=== uart_rx ===
==> uart_rx/zoom.png <==
Region (30, 47) to (60, 77) um. Cells in grey, sequential cells in the stronger grey; small squares are vias.
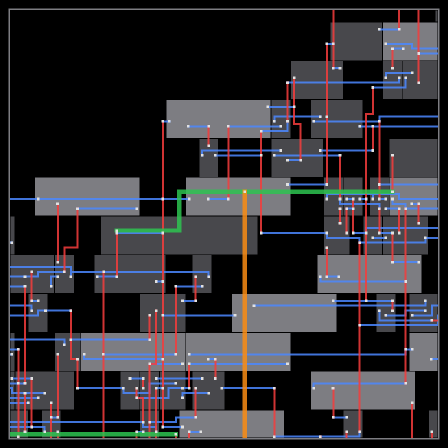
==> uart_rx/met1.png <==
(4 px per um) Supply wires on this layer in grey.
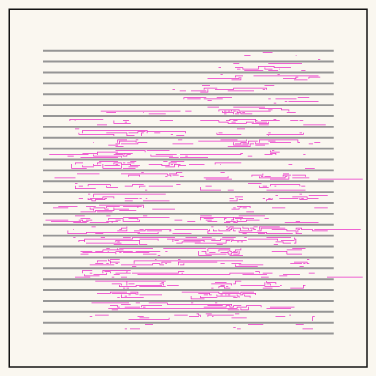
## src/rtl/uart_rx.sv

```systemverilog
// uart_rx -- 8-bit asynchronous serial receiver with a one-byte holding buffer.
//
// Frame: 1 start bit (low), 8 data bits LSB first, optional even-parity bit,
// 1 stop bit (high). The line is oversampled by a bit-period counter; the
// start bit is confirmed at its centre and every later bit is sampled one
// full bit period after the previous sample.
//
// Build option: define UART_RX_PARITY_EN to expect an even-parity bit after
// the data bits. Without it the frame is 1 start, 8 data, 1 stop.
//
// Ports:
//   clk          in   system clock, rising edge
//   rst          in   synchronous active-high reset
//   rxd          in   asynchronous serial line, idle high
//   rx_clear     in   one-cycle acknowledge of the buffered byte; also clears
//                     the sticky error flags
//   rx_ready     out  an unacknowledged byte is held on rx_data
//   rx_data      out  last delivered byte
//   rx_overrun   out  sticky: a byte was delivered while rx_ready was high
//   rx_frame_err out  sticky: bad stop bit (or bad parity)
module uart_rx #(
  parameter int CLKS_PER_BIT = 868
) (
  input  logic       clk,
  input  logic       rst,
  input  logic       rxd,
  input  logic       rx_clear,
  output logic       rx_ready,
  output logic [7:0] rx_data,
  output logic       rx_overrun,
  output logic       rx_frame_err
);

  localparam logic [15:0] HALF_BIT = 16'(CLKS_PER_BIT / 2 - 1);
  localparam logic [15:0] FULL_BIT = 16'(CLKS_PER_BIT - 1);

  typedef enum logic [2:0] {
    S_IDLE   = 3'd0,
    S_START  = 3'd1,
    S_DATA   = 3'd2,
`ifdef UART_RX_PARITY_EN
    S_PARITY = 3'd3,
`endif
    S_STOP   = 3'd4
  } state_t;

  state_t      r_state;
  logic        r_sync1;
  logic        r_sync2;
  logic [15:0] r_cnt;
  logic [2:0]  r_idx;
  logic [7:0]  r_shift;
  logic        r_wait_high;  // set after a low stop bit: ignore the line until it idles high
  logic        r_par_bad;
  logic        r_ready;
  logic [7:0]  r_data;
  logic        r_overrun;
  logic        r_frame_err;
  logic        w_rxd_s;

`ifdef UART_RX_PARITY_EN
  // Even parity: data XOR parity bit must be zero for a good frame.
  function automatic logic parity_bad(input logic [7:0] data, input logic par_bit);
    parity_bad = (^data) ^ par_bit;
  endfunction
`endif

  assign w_rxd_s = r_sync2;

  // Synchronizer, receive FSM and the output holding register.
  always_ff @(posedge clk) begin
    if (rst) begin
      r_state     <= S_IDLE;
      r_sync1     <= 1'b1;
      r_sync2     <= 1'b1;
      r_cnt       <= 16'd0;
      r_idx       <= 3'd0;
      r_shift     <= 8'h00;
      r_wait_high <= 1'b0;
      r_par_bad   <= 1'b0;
      r_ready     <= 1'b0;
      r_data      <= 8'h00;
      r_overrun   <= 1'b0;
      r_frame_err <= 1'b0;
    end else begin
      r_sync1 <= rxd;
      r_sync2 <= r_sync1;

      // Acknowledge first; set events further down override it (set wins).
      if (rx_clear) begin
        r_ready     <= 1'b0;
        r_overrun   <= 1'b0;
        r_frame_err <= 1'b0;
      end

      case (r_state)
        S_IDLE: begin
          if (r_wait_high) begin
            if (w_rxd_s) begin
              r_wait_high <= 1'b0;
            end
          end else if (!w_rxd_s) begin
            r_state <= S_START;
            r_cnt   <= 16'd0;
          end
        end

        S_START: begin
          if (r_cnt == HALF_BIT) begin
            r_cnt <= 16'd0;
            r_idx <= 3'd0;
            // A start bit that is already high again at its centre is a glitch.
            r_state <= w_rxd_s ? S_IDLE : S_DATA;
          end else begin
            r_cnt <= r_cnt + 16'd1;
          end
        end

        S_DATA: begin
          if (r_cnt == FULL_BIT) begin
            r_shift <= {w_rxd_s, r_shift[7:1]};
            r_cnt   <= 16'd0;
            r_idx   <= r_idx + 3'd1;
            r_par_bad <= 1'b0;
            if (r_idx == 3'd7) begin
`ifdef UART_RX_PARITY_EN
              r_state <= S_PARITY;
`else
              r_state <= S_STOP;
`endif
            end
          end else begin
            r_cnt <= r_cnt + 16'd1;
          end
        end

`ifdef UART_RX_PARITY_EN
        S_PARITY: begin
          if (r_cnt == FULL_BIT) begin
            r_par_bad <= parity_bad(r_shift, w_rxd_s);
            r_cnt     <= 16'd0;
            r_state   <= S_STOP;
          end else begin
            r_cnt <= r_cnt + 16'd1;
          end
        end
`endif

        S_STOP: begin
          if (r_cnt == FULL_BIT) begin
            r_cnt   <= 16'd0;
            r_state <= S_IDLE;
            if (w_rxd_s && !r_par_bad) begin
              r_data  <= r_shift;
              r_ready <= 1'b1;
              // A coincident acknowledge consumes the old byte, so no overrun.
              if (r_ready && !rx_clear) begin
                r_overrun <= 1'b1;
              end
            end else begin
              r_frame_err <= 1'b1;
              if (!w_rxd_s) begin
                r_wait_high <= 1'b1;
              end
            end
          end else begin
            r_cnt <= r_cnt + 16'd1;
          end
        end

        default: begin
          r_state <= S_IDLE;
          r_cnt   <= 16'd0;
        end
      endcase
    end
  end

  assign rx_ready     = r_ready;
  assign rx_data      = r_data;
  assign rx_overrun   = r_overrun;
  assign rx_frame_err = r_frame_err;

endmodule
```

## config.mk

```make
export PLATFORM = sky130hd
export DESIGN_NAME = uart_rx
export DESIGN_NICKNAME = d
export VERILOG_FILES = /design/src/rtl/uart_rx.sv
export SDC_FILE = /design/constraint.sdc
export NUM_CORES = 1
export LEC_CHECK = 0
export CAP_MARGIN = 20
export CORE_MARGIN = 8
export CORE_UTILIZATION = 38
export CTS_BUF_LIST = sky130_fd_sc_hd__clkbuf_8
export DETAILED_ROUTE_END_ITERATION = 7
export HOLD_SLACK_MARGIN = 0.03
export PLACE_DENSITY_LB_ADDON = 0.12
export SLEW_MARGIN = 10
export SYNTH_ARGS = -nofsm -noshare
export SYNTH_HDL_FRONTEND = slang
export SYNTH_SLANG_ARGS = --single-unit
```

## constraint.sdc

```tcl
create_clock -name clk -period 3 [get_ports clk]
set_clock_uncertainty 0.15 [all_clocks]
set_input_delay 0.75 -clock clk [delete_from_list [all_inputs] [get_ports clk]]
set_output_delay 0.75 -clock clk [all_outputs]
set_load 0.01 [all_outputs]
```

==> metrics.sh <==
OUTCOME='finished clean'
ROUTE.VIAS.TOTAL=1584
DPL.CELL_COUNT=307
HIGHEST_METAL_LAYER_USED_BY_THE_DETAILED_ROUTER='met4'
FIN_HOLD_WS_NS=0.2686
WORST_SLACK_NS=0.7280
DPL-INSTANCE-AREA_UM2=2211
DIE_WIDTH_UM=89.06
YOSYSWARNINGCOUNT=0
FINAL.MIN_CLOCK_PERIOD_NS=2.272
GRT_MOST_USED_LAYER='met2'
AREA.SHARE.SEQUENTIAL_PCT=37.85
SYNTH-ADDER-AREA-SHARE_PCT=2.468
KIND_OF_END_POINT_OF_THE_CRITICAL_PATH='flop'
YOSYS-TOP-CELLS-COUNT='44 x dfxtp_1, 36 x nand2_1, 35 x nor2_1'
MAX_SLEW.WORST_PIN.SLEW_NS=0.5747
CLKSLEWWORSTSETUPHOLDPATHS_NS=0.09
PIN_COUNT_OF_THE_BIGGEST_NET_ENTERING_GLOBAL_ROUTING=17
GRT_USE_MET2_PCT=19.07
WORSTSETUPSTARTPOINT='r_cnt[10]'
CTS-ROOT-BUF='clkbuf_8'
POST-ROUTE-UTIL_PCT=45.28
LARGEST_REGISTER_FFS=16
FILLERINSTANCES=546
CTS_MADE_BUFFERS=5
About uart_rx/zoom.png:
- blue: met1
- orange: met4
- green: met3
- red: met2
- sequential cells in the window: 10
- netlist names of flops here include: `r_cnt` (3), `rx_data` (3), `r_shift` (2)
- most frequent: dfxtp_1 (10), nor2_1 (8), nand2_1 (8)
- cells with their middle in the window: 44

About uart_rx/met1.png:
- wire length on this layer: 1990 um
- main direction: horizontal
- nets with wire on the layer: 236

-- power breakdown --
part           switching (mW)  leakage (nW)  internal (mW)
logic                  0.0498         0.436         0.0260
registers             0.00819         0.355          0.589
clock network           0.214        0.0583          0.251
total                   0.272         0.849          0.866
-- critical path: cells and delay by family, from the launching register on --
kind                   cells  cell delay, ns
buffers and inverters      1            0.22
flip-flops                 1            0.36
AND-OR/OR-AND              1            0.29
AND/OR/NAND/NOR            4            1.14

=== io_pin_arbiter ===
==> io_pin_arbiter/met1.png <==
(4 px per um) Supply wires on this layer in grey.
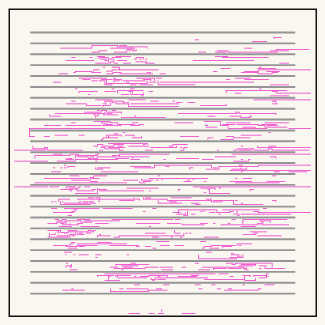
==> io_pin_arbiter/metal_stack.png <==
(4 px per um) Only two layers are drawn.
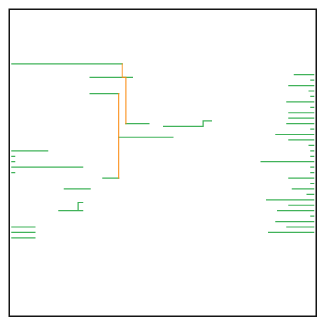
==> io_pin_arbiter/zoom.png <==
Region (23, 38) to (53, 68) um. Cells in grey, sequential cells in the stronger grey; small squares are vias.
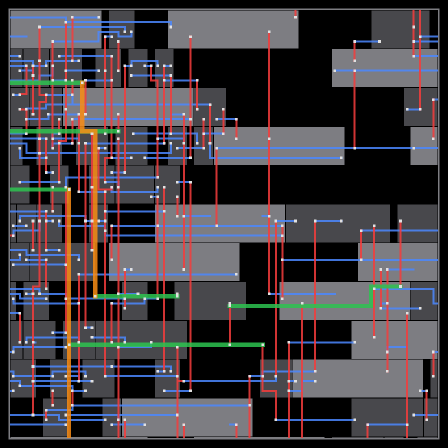
**config.mk**
```make
export PLATFORM = sky130hd
export DESIGN_NAME = io_pin_arbiter
export DESIGN_NICKNAME = d
export VERILOG_FILES = /design/src/rtl/io_pin_arbiter.sv
export SDC_FILE = /design/constraint.sdc
export NUM_CORES = 1
export LEC_CHECK = 0
export CORE_MARGIN = 5
export CORE_UTILIZATION = 43
export CTS_CLUSTER_SIZE = 16
export DETAILED_ROUTE_END_ITERATION = 6
export PLACE_DENSITY_LB_ADDON = 0.25
export SYNTH_ARGS = -nofsm -noshare
export SYNTH_HDL_FRONTEND = slang
export SYNTH_SLANG_ARGS = --single-unit
```
**constraint.sdc**
```tcl
create_clock -name clock -period 2.53 [get_ports clock]
set_input_delay 0.253 -clock clock [delete_from_list [all_inputs] [get_ports clock]]
set_output_delay 0.253 -clock clock [all_outputs]
set_load 0.005 [all_outputs]
```
**src/rtl/io_pin_arbiter.sv**
```systemverilog
// Round-robin arbiter sharing one SB_IO pin bank between four requesters.
// Each ownership is bounded to MAX_HOLD cycles and ends with a one-cycle
// turnaround, so the bank is never handed directly from one owner to the next.
module io_pin_arbiter #(
    parameter int unsigned WIDTH    = 8,
    parameter int unsigned MAX_HOLD = 16
) (
    input  logic               clock,
    input  logic               reset_n,
    input  logic [3:0]         req,
    input  logic [3:0]         oe_req,
    input  logic [4*WIDTH-1:0] wdata,
    input  logic [WIDTH-1:0]   pin_din,
    output logic [WIDTH-1:0]   pin_dout,
    output logic               pin_oe,
    output logic [3:0]         gnt,
    output logic [WIDTH-1:0]   rdata,
    output logic               rvalid,
    output logic               timeout,
    output logic               busy
);

    localparam logic [1:0] StIdle  = 2'd0;
    localparam logic [1:0] StGrant = 2'd1;
    localparam logic [1:0] StTurn  = 2'd2;

    localparam logic [7:0] HoldLast = 8'(MAX_HOLD - 1);

    logic [1:0]       state_q, state_d;
    logic [3:0]       gnt_q, gnt_d;
    logic [1:0]       last_owner_q, last_owner_d;
    logic [7:0]       hold_cnt_q, hold_cnt_d;
    logic             pin_oe_q, pin_oe_d;
    logic [WIDTH-1:0] pin_dout_q, pin_dout_d;
    logic [WIDTH-1:0] rdata_q, rdata_d;
    logic             rvalid_q, rvalid_d;
    logic             timeout_q, timeout_d;
    logic             busy_q, busy_d;

    logic [1:0]       winner;
    logic             found;
    logic [1:0]       cand;
    logic [WIDTH-1:0] wsel;
    logic             owner_req;
    logic             owner_oe;

    // Round-robin pick: first requester after the last owner, wrapping mod 4.
    always_comb begin
        winner = last_owner_q;
        found  = 1'b0;
        cand   = last_owner_q;
        for (int k = 0; k < 4; k++) begin
            cand = last_owner_q + 2'(k) + 2'd1;
            if (!found && req[cand]) begin
                winner = cand;
                found  = 1'b1;
            end
        end
    end

    // Select the current owner's write data and control bits.
    always_comb begin
        wsel = '0;
        for (int k = 0; k < 4; k++) begin
            if (last_owner_q == 2'(k)) begin
                wsel = wdata[k*WIDTH +: WIDTH];
            end
        end
        owner_req = req[last_owner_q];
        owner_oe  = oe_req[last_owner_q];
    end

    // Next-state logic; last_owner doubles as the current owner while granted.
    always_comb begin
        state_d      = state_q;
        gnt_d        = gnt_q;
        last_owner_d = last_owner_q;
        hold_cnt_d   = hold_cnt_q;
        pin_oe_d     = 1'b0;
        pin_dout_d   = '0;
        rdata_d      = rdata_q;
        rvalid_d     = 1'b0;
        timeout_d    = 1'b0;
        busy_d       = busy_q;
        case (state_q)
            StIdle: begin
                if (|req) begin
                    state_d      = StGrant;
                    gnt_d        = 4'b0001 << winner;
                    last_owner_d = winner;
                    hold_cnt_d   = '0;
                    busy_d       = 1'b1;
                end else begin
                    busy_d = 1'b0;
                end
            end
            StGrant: begin
                hold_cnt_d = hold_cnt_q + 8'd1;
                if (!owner_req || hold_cnt_q == HoldLast) begin
                    // A release with req still high can only be the hold limit.
                    state_d   = StTurn;
                    gnt_d     = '0;
                    timeout_d = owner_req;
                end else begin
                    pin_oe_d   = owner_oe;
                    pin_dout_d = wsel;
                    if (!owner_oe) begin
                        rdata_d  = pin_din;
                        rvalid_d = 1'b1;
                    end
                end
            end
            StTurn: begin
                state_d = StIdle;
                busy_d  = 1'b0;
            end
            default: begin
                state_d = StIdle;
                gnt_d   = '0;
                busy_d  = 1'b0;
            end
        endcase
    end

    // State and output registers; reset drops the pin driver without a clock.
    always_ff @(posedge clock or negedge reset_n) begin
        if (!reset_n) begin
            state_q      <= StIdle;
            gnt_q        <= '0;
            last_owner_q <= 2'd3;
            hold_cnt_q   <= '0;
            pin_oe_q     <= 1'b0;
            pin_dout_q   <= '0;
            rdata_q      <= '0;
            rvalid_q     <= 1'b0;
            timeout_q    <= 1'b0;
            busy_q       <= 1'b0;
        end else begin
            state_q      <= state_d;
            gnt_q        <= gnt_d;
            last_owner_q <= last_owner_d;
            hold_cnt_q   <= hold_cnt_d;
            pin_oe_q     <= pin_oe_d;
            pin_dout_q   <= pin_dout_d;
            rdata_q      <= rdata_d;
            rvalid_q     <= rvalid_d;
            timeout_q    <= timeout_d;
            busy_q       <= busy_d;
        end
    end

    assign gnt      = gnt_q;
    assign pin_oe   = pin_oe_q;
    assign pin_dout = pin_dout_q;
    assign rdata    = rdata_q;
    assign rvalid   = rvalid_q;
    assign timeout  = timeout_q;
    assign busy     = busy_q;

endmodule

```
==> metrics.sh <==
SYNTHARSTFLOPSHARE_PCT=100.0
COMBGATEAREA_UM2=940.9
SEQUENTIALPOWERSHARE_PCT=33.1
POST_CTS_RESIZE_COUNT=0
POSTSYNTHREGISTERBITS=36
BUFAREASHARENONCLOCK_PCT=26.72
ANTENNA_FOUND_INITIAL=0
CTS_MAX_LEVEL=2
PIN_COUNT_OF_THE_BIGGEST_NET_ENTERING_GLOBAL_ROUTING=37
CLOCK_SKEW_NS=0.005962
CLKSLEWWORSTSETUPHOLDPATHS_NS=0.07
SLOWEST_STAGE='dfstp_2'
FIN_HOLD_WS_NS=0.3806
OUTCOME='finished clean'
TOTAL_LEAKAGE_POWER_nW=1.178
SEQUENTIAL_CELL_TOTAL=36
FINAL_COMMON_CELL='clkdlybuf4s50_1'
HOLD_BUFFERS=0
SYNTH_TOP_CELL_BY_AREA='dfrtp_1'
SWITCHING_SHARE_PCT=35.09
YOSYS.STAT.SEQSHARE_PCT=47.72
DIE_Y_UM=76.35
VDD_IR_DROP_MAX_uV=542.3
CRITICAL-PATH-MAX-STAGE-DELAY_NS=0.68
AREA.SHARE.SEQUENTIAL_PCT=32.70
WARNING_COUNT=29
WORST-SETUP-PATH-TYPE='reg -> reg'
About io_pin_arbiter/met1.png:
- longest straight run: 29.4 um
- wire length on this layer: 2060 um
- main direction: horizontal

About io_pin_arbiter/metal_stack.png:
- orange: met4 (wire length 37.0 um)
- green: met3 (wire length 286 um)
per-cell routed wire length: 14.40 um
Routed Wire Length: 4463 um

About io_pin_arbiter/zoom.png:
- blue: met1
- red: met2
- green: met3
- orange: met4
- netlist names of flops here include: `hold_cnt_q` (4), `rdata` (2), `state_q` (2)
- cells with their middle in the window: 55
- sequential cells in the window: 12
- most frequent: dfrtp_1 (12), nand3_1 (8), nand2_1 (5)

-- cell families (layout without fill, tap and decap cells) --
family                   Yosys count  in the layout  share of synthesized area [%]
adder cells (fa/ha/maj)            5              5                          3.305
AND/OR/NAND/NOR                   71             71                          20.23
AND-OR/OR-AND                     40             40                          12.56
flip-flops                        36             36                          47.72
buffers and inverters             10             84                          2.577
multiplexers                      22             22                          13.62
-- registers in the layout (all words and copies together), names as in the netlist --
signal / flops
busy: 1
gnt: 4
hold_cnt_q: 8
last_owner_q: 2
pin_dout: 8
pin_oe: 1
rdata: 8
rvalid: 1
state_q: 2
timeout: 1

=== memristor_pv_ctrl ===
`src/rtl/memristor_pv_ctrl.sv`:
```
// Program-and-verify controller for one memristor cell: SET/RESET pulses, read-bias verify, one response per command.
// Optional incremental step pulse programming is enabled by defining PV_PULSE_RAMP_EN.
module memristor_pv_ctrl #(
  parameter int                      DAC_W      = 8,
  parameter int                      ADC_W      = 10,
  parameter logic signed [DAC_W-1:0] V_SET      = 8'sd96,
  parameter logic signed [DAC_W-1:0] V_RESET    = -8'sd112,
  parameter logic signed [DAC_W-1:0] V_READ     = 8'sd16,
  parameter int                      PULSE_CYC  = 16,
  parameter int                      SETTLE_CYC = 4,
  parameter int                      ADC_TO     = 64,
  parameter int                      MAX_TRIES  = 8,
  parameter logic signed [DAC_W-1:0] V_STEP     = 8'sd8,
  parameter logic signed [DAC_W-1:0] V_MAX      = 8'sd127
) (
  input  logic                    clk,
  input  logic                    rst,
  input  logic                    cmd_valid_i,
  output logic                    cmd_ready_o,
  input  logic [1:0]              cmd_op_i,
  input  logic [ADC_W-1:0]        cmd_target_i,
  output logic                    drive_en_o,
  output logic signed [DAC_W-1:0] dac_code_o,
  output logic                    adc_start_o,
  input  logic                    adc_valid_i,
  input  logic [ADC_W-1:0]        adc_data_i,
  output logic                    rsp_valid_o,
  input  logic                    rsp_ready_i,
  output logic [ADC_W-1:0]        rsp_data_o,
  output logic [1:0]              rsp_status_o,
  output logic [3:0]              rsp_tries_o,
  output logic                    busy_o
);

  typedef enum logic [2:0] {S_IDLE, S_PULSE, S_SETTLE, S_SAMPLE, S_CHECK, S_RESP} state_e;
  typedef enum logic [1:0] {OP_READ, OP_SET, OP_RESET, OP_ILLEGAL} op_e;
  typedef enum logic [1:0] {ST_OK, ST_VERIFY_FAIL, ST_ADC_TIMEOUT, ST_ILLEGAL_OP} status_e;

  localparam int CNT_MAX = (PULSE_CYC > ADC_TO) ? PULSE_CYC : ADC_TO;
  localparam int CNT_W   = $clog2(CNT_MAX + 1);

  state_e           state_q, state_d;
  logic [CNT_W-1:0] cnt_q, cnt_d;
  op_e              op_q, op_d;
  logic [ADC_W-1:0] target_q, target_d;
  logic [3:0]       tries_q, tries_d;
  logic [ADC_W-1:0] data_q, data_d;
  status_e          status_q, status_d;
  logic signed [DAC_W-1:0] pulse_code;
  logic             verify_pass;

  // NOTE: state uses non-blocking assignments so every register samples the pre-edge value of the others.
  always_ff @(posedge clk or posedge rst) begin
    if (rst) begin
      state_q  <= S_IDLE;
      cnt_q    <= '0;
      op_q     <= OP_READ;
      target_q <= '0;
      tries_q  <= '0;
      data_q   <= '0;
      status_q <= ST_OK;
    end else begin
      state_q  <= state_d;
      cnt_q    <= cnt_d;
      op_q     <= op_d;
      target_q <= target_d;
      tries_q  <= tries_d;
      data_q   <= data_d;
      status_q <= status_d;
    end
  end

`ifdef PV_PULSE_RAMP_EN
  localparam logic signed [DAC_W+3:0] SET_W  = (DAC_W+4)'(V_SET);
  localparam logic signed [DAC_W+3:0] RST_W  = (DAC_W+4)'(V_RESET);
  localparam logic signed [DAC_W+3:0] STEP_W = (DAC_W+4)'(V_STEP);
  localparam logic signed [DAC_W+3:0] MAX_W  = (DAC_W+4)'(V_MAX);
  logic signed [DAC_W+3:0] step_w, ramp_w;

  // Try n adds (n-1) steps of magnitude, clamped to +/-V_MAX before narrowing.
  always_comb begin
    step_w = $signed({{DAC_W{1'b0}}, tries_q - 4'd1}) * STEP_W;
    if (op_q == OP_SET) begin
      ramp_w = SET_W + step_w;
      if (ramp_w > MAX_W) ramp_w = MAX_W;
    end else begin
      ramp_w = RST_W - step_w;
      if (ramp_w < -MAX_W) ramp_w = -MAX_W;
    end
    pulse_code = ramp_w[DAC_W-1:0];
  end
`else
  assign pulse_code = (op_q == OP_SET) ? V_SET : V_RESET;
`endif

  assign verify_pass = (op_q == OP_SET) ? (data_q >= target_q) : (data_q <= target_q);

  // NOTE: every signal gets a default first so no path through the case can infer a latch.
  always_comb begin
    state_d  = state_q;
    cnt_d    = cnt_q + CNT_W'(1);
    op_d     = op_q;
    target_d = target_q;
    tries_d  = tries_q;
    data_d   = data_q;
    status_d = status_q;
    unique case (state_q)
      S_IDLE: begin
        cnt_d = '0;
        if (cmd_valid_i) begin
          op_d     = op_e'(cmd_op_i);
          target_d = cmd_target_i;
          tries_d  = '0;
          status_d = ST_OK;
          unique case (op_e'(cmd_op_i))
            OP_READ:          state_d = S_SETTLE;
            OP_SET, OP_RESET: begin state_d = S_PULSE; tries_d = 4'd1; end
            OP_ILLEGAL:       begin state_d = S_CHECK; status_d = ST_ILLEGAL_OP; data_d = '0; end
          endcase
        end
      end
      S_PULSE:  if (cnt_q == CNT_W'(PULSE_CYC - 1))  begin state_d = S_SETTLE; cnt_d = '0; end
      S_SETTLE: if (cnt_q == CNT_W'(SETTLE_CYC - 1)) begin state_d = S_SAMPLE; cnt_d = '0; end
      S_SAMPLE: begin
        // Timeout lands RESP exactly ADC_TO cycles after the adc_start cycle.
        if (adc_valid_i) begin
          data_d  = adc_data_i;
          state_d = S_CHECK;
        end else if (cnt_q == CNT_W'(ADC_TO - 2)) begin
          status_d = ST_ADC_TIMEOUT;
          state_d  = S_RESP;
        end
      end
      S_CHECK: begin
        cnt_d = '0;
        if (op_q == OP_ILLEGAL) begin
          state_d = S_RESP;
        end else if (op_q == OP_READ || verify_pass) begin
          status_d = ST_OK;
          state_d  = S_RESP;
        end else if (tries_q == 4'(MAX_TRIES)) begin
          status_d = ST_VERIFY_FAIL;
          state_d  = S_RESP;
        end else begin
          tries_d = tries_q + 4'd1;
          state_d = S_PULSE;
        end
      end
      S_RESP: begin
        cnt_d = '0;
        if (rsp_ready_i) state_d = S_IDLE;
      end
      default: state_d = S_IDLE;
    endcase
  end

  always_comb begin
    drive_en_o  = 1'b0;
    dac_code_o  = '0;
    adc_start_o = 1'b0;
    rsp_valid_o = 1'b0;
    unique case (state_q)
      S_PULSE:  begin drive_en_o = 1'b1; dac_code_o = pulse_code; end
      S_SETTLE: begin
        drive_en_o  = 1'b1;
        dac_code_o  = V_READ;
        adc_start_o = (cnt_q == CNT_W'(SETTLE_CYC - 1));
      end
      S_SAMPLE: begin drive_en_o = 1'b1; dac_code_o = V_READ; end
      S_RESP:   rsp_valid_o = 1'b1;
      default:  ;
    endcase
  end

  assign cmd_ready_o  = (state_q == S_IDLE) && !rst;
  assign busy_o       = (state_q != S_IDLE);
  assign rsp_data_o   = data_q;
  assign rsp_status_o = status_q;
  assign rsp_tries_o  = tries_q;

endmodule

```
`config.mk`:
```
export PLATFORM = sky130hd
export DESIGN_NAME = memristor_pv_ctrl
export DESIGN_NICKNAME = d
export VERILOG_FILES = /design/src/rtl/memristor_pv_ctrl.sv
export SDC_FILE = /design/constraint.sdc
export NUM_CORES = 1
export LEC_CHECK = 0
export CAP_MARGIN = 10
export CORE_ASPECT_RATIO = 1.5
export CORE_UTILIZATION = 50
export CTS_BUF_LIST = sky130_fd_sc_hd__clkbuf_4
export DETAILED_ROUTE_END_ITERATION = 16
export PLACE_DENSITY_LB_ADDON = 0.05
export SYNTH_ARGS = -nofsm -noshare
export SYNTH_HDL_FRONTEND = slang
export SYNTH_SLANG_ARGS = --single-unit
```
`constraint.sdc`:
```
create_clock -name clk -period 2.5 [get_ports clk]
set_input_delay 0.375 -clock clk [delete_from_list [all_inputs] [get_ports clk]]
set_output_delay 0.375 -clock clk [all_outputs]
set_load 0.01 [all_outputs]
```
==> metrics.sh <==
SEQUENTIAL_CELL_TOTAL=38
R2R-END='rsp_tries_o[3]'
SYN-INSTANCE-COUNT=268
TRITONCTS_NUM_SINKS=38
COMB_CELLS=192
COMBGATEAREA_UM2=1249
MAX_CAP_VIOL_COUNT=0
SYNTHARSTFLOPSHARE_PCT=100.0
YOSYS-TOP-CELLS-COUNT='40 x nand2_1, 38 x dfrtp_1, 27 x o21ai_0'
UNIQUE_CELL_TYPES=53
TOPCOMBFAMILYBYAREA='simple AND/OR/NAND/NOR gates'
OUTCOME='finished clean'
WORSTSETUPSTARTPOINT='state_q[2]'
TIMING.CRITICAL_PATH.MAX_DELAY_FAMILY='buffers and inverters'
SYNTHSIMPLEGATEAREAFRAC_PCT=21.99
CORE_UM2=4542
NNONCLKINVERTERS=23
VDD_IR_DROP_MAX_uV=525.3
COMBAREAFRACTION_PCT=40.67
SYNTH.MUX.AREA_FRACTION_PCT=2.907
DIE_Y_UM=86.27
DRTITER0DRC=70
-- per-layer routing --
metal	vias to the layer above	GRT usage [%]	wire length (um)
met5	-	0	0
met4	0	9.524	106
met3	11	4.179	131
met2	40	37.62	2579
met1	950	25.19	2058
li1	999	-	-
-- placed cells by master, fill, tap and decap left out, drive strengths merged, types with 4 or more instances in the layout --
cell           instances
clkdlybuf4s50         50
nand2                 40
dfrtp                 38
o21ai                 29
nor2                  25
inv                   23
ha                    17
buf                   11
a21oi                  9
nand3                  7
clkbuf                 5
nand2b                 5
mux2                   4
conb                   4
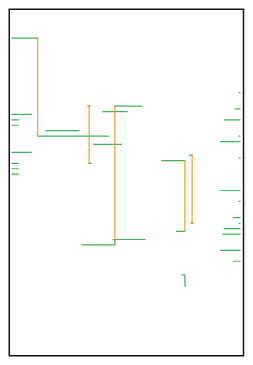
(memristor_pv_ctrl/metal_stack.png)
(4 px per um) Only two layers are drawn.
- orange: met4 (wire length 107 um)
- green: met3 (wire length 132 um)
combined global-route utilization of all metal layers: 21.55%
Routed Wire Length: 4876 um

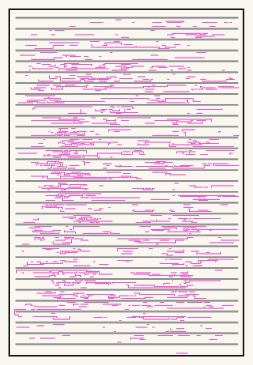
(memristor_pv_ctrl/met1.png)
(4 px per um) Supply wires on this layer in grey.
- main direction: horizontal
- share of all routed wire: 42%
- wire length on this layer: 2060 um
Global Route met1 Usage: 25.19%
via count of the routed design: 2000



==> screenshots <==
Congestion heat map.
picture 1
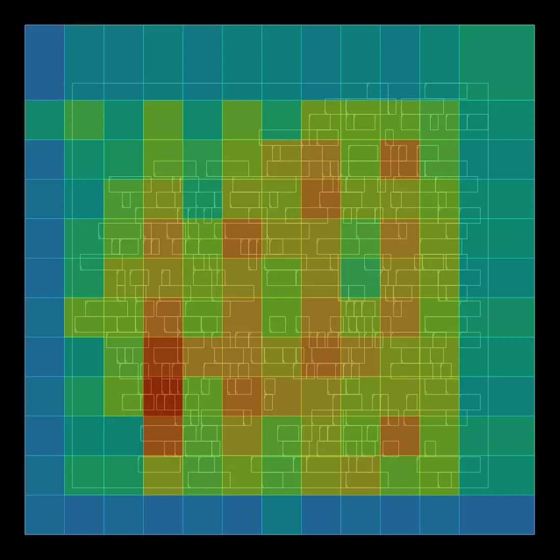
picture 2
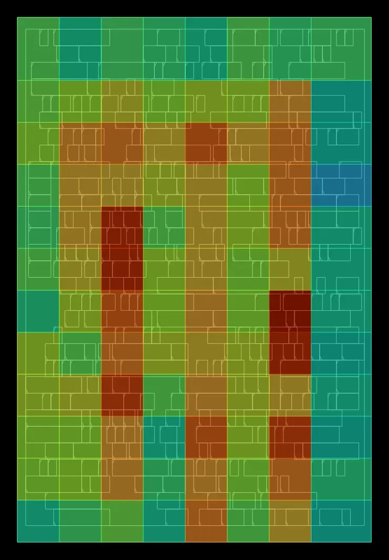
picture 3
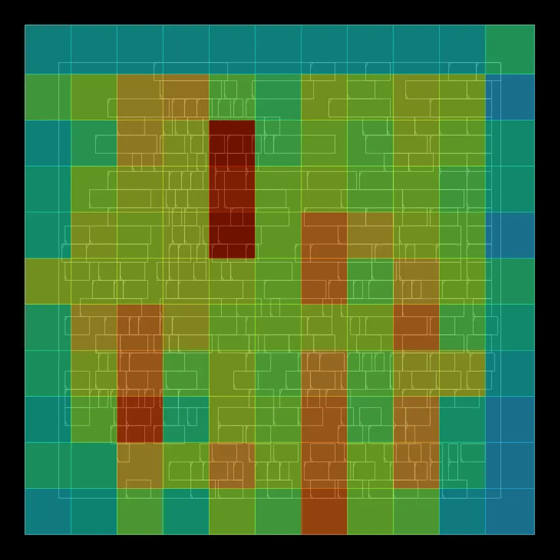
Of these, lowest track usage: picture 1
Of these, highest track usage: picture 2
- io_pin_arbiter = picture 3
- memristor_pv_ctrl = picture 2
- uart_rx = picture 1

Power is estimated from default activity; no workload was simulated.
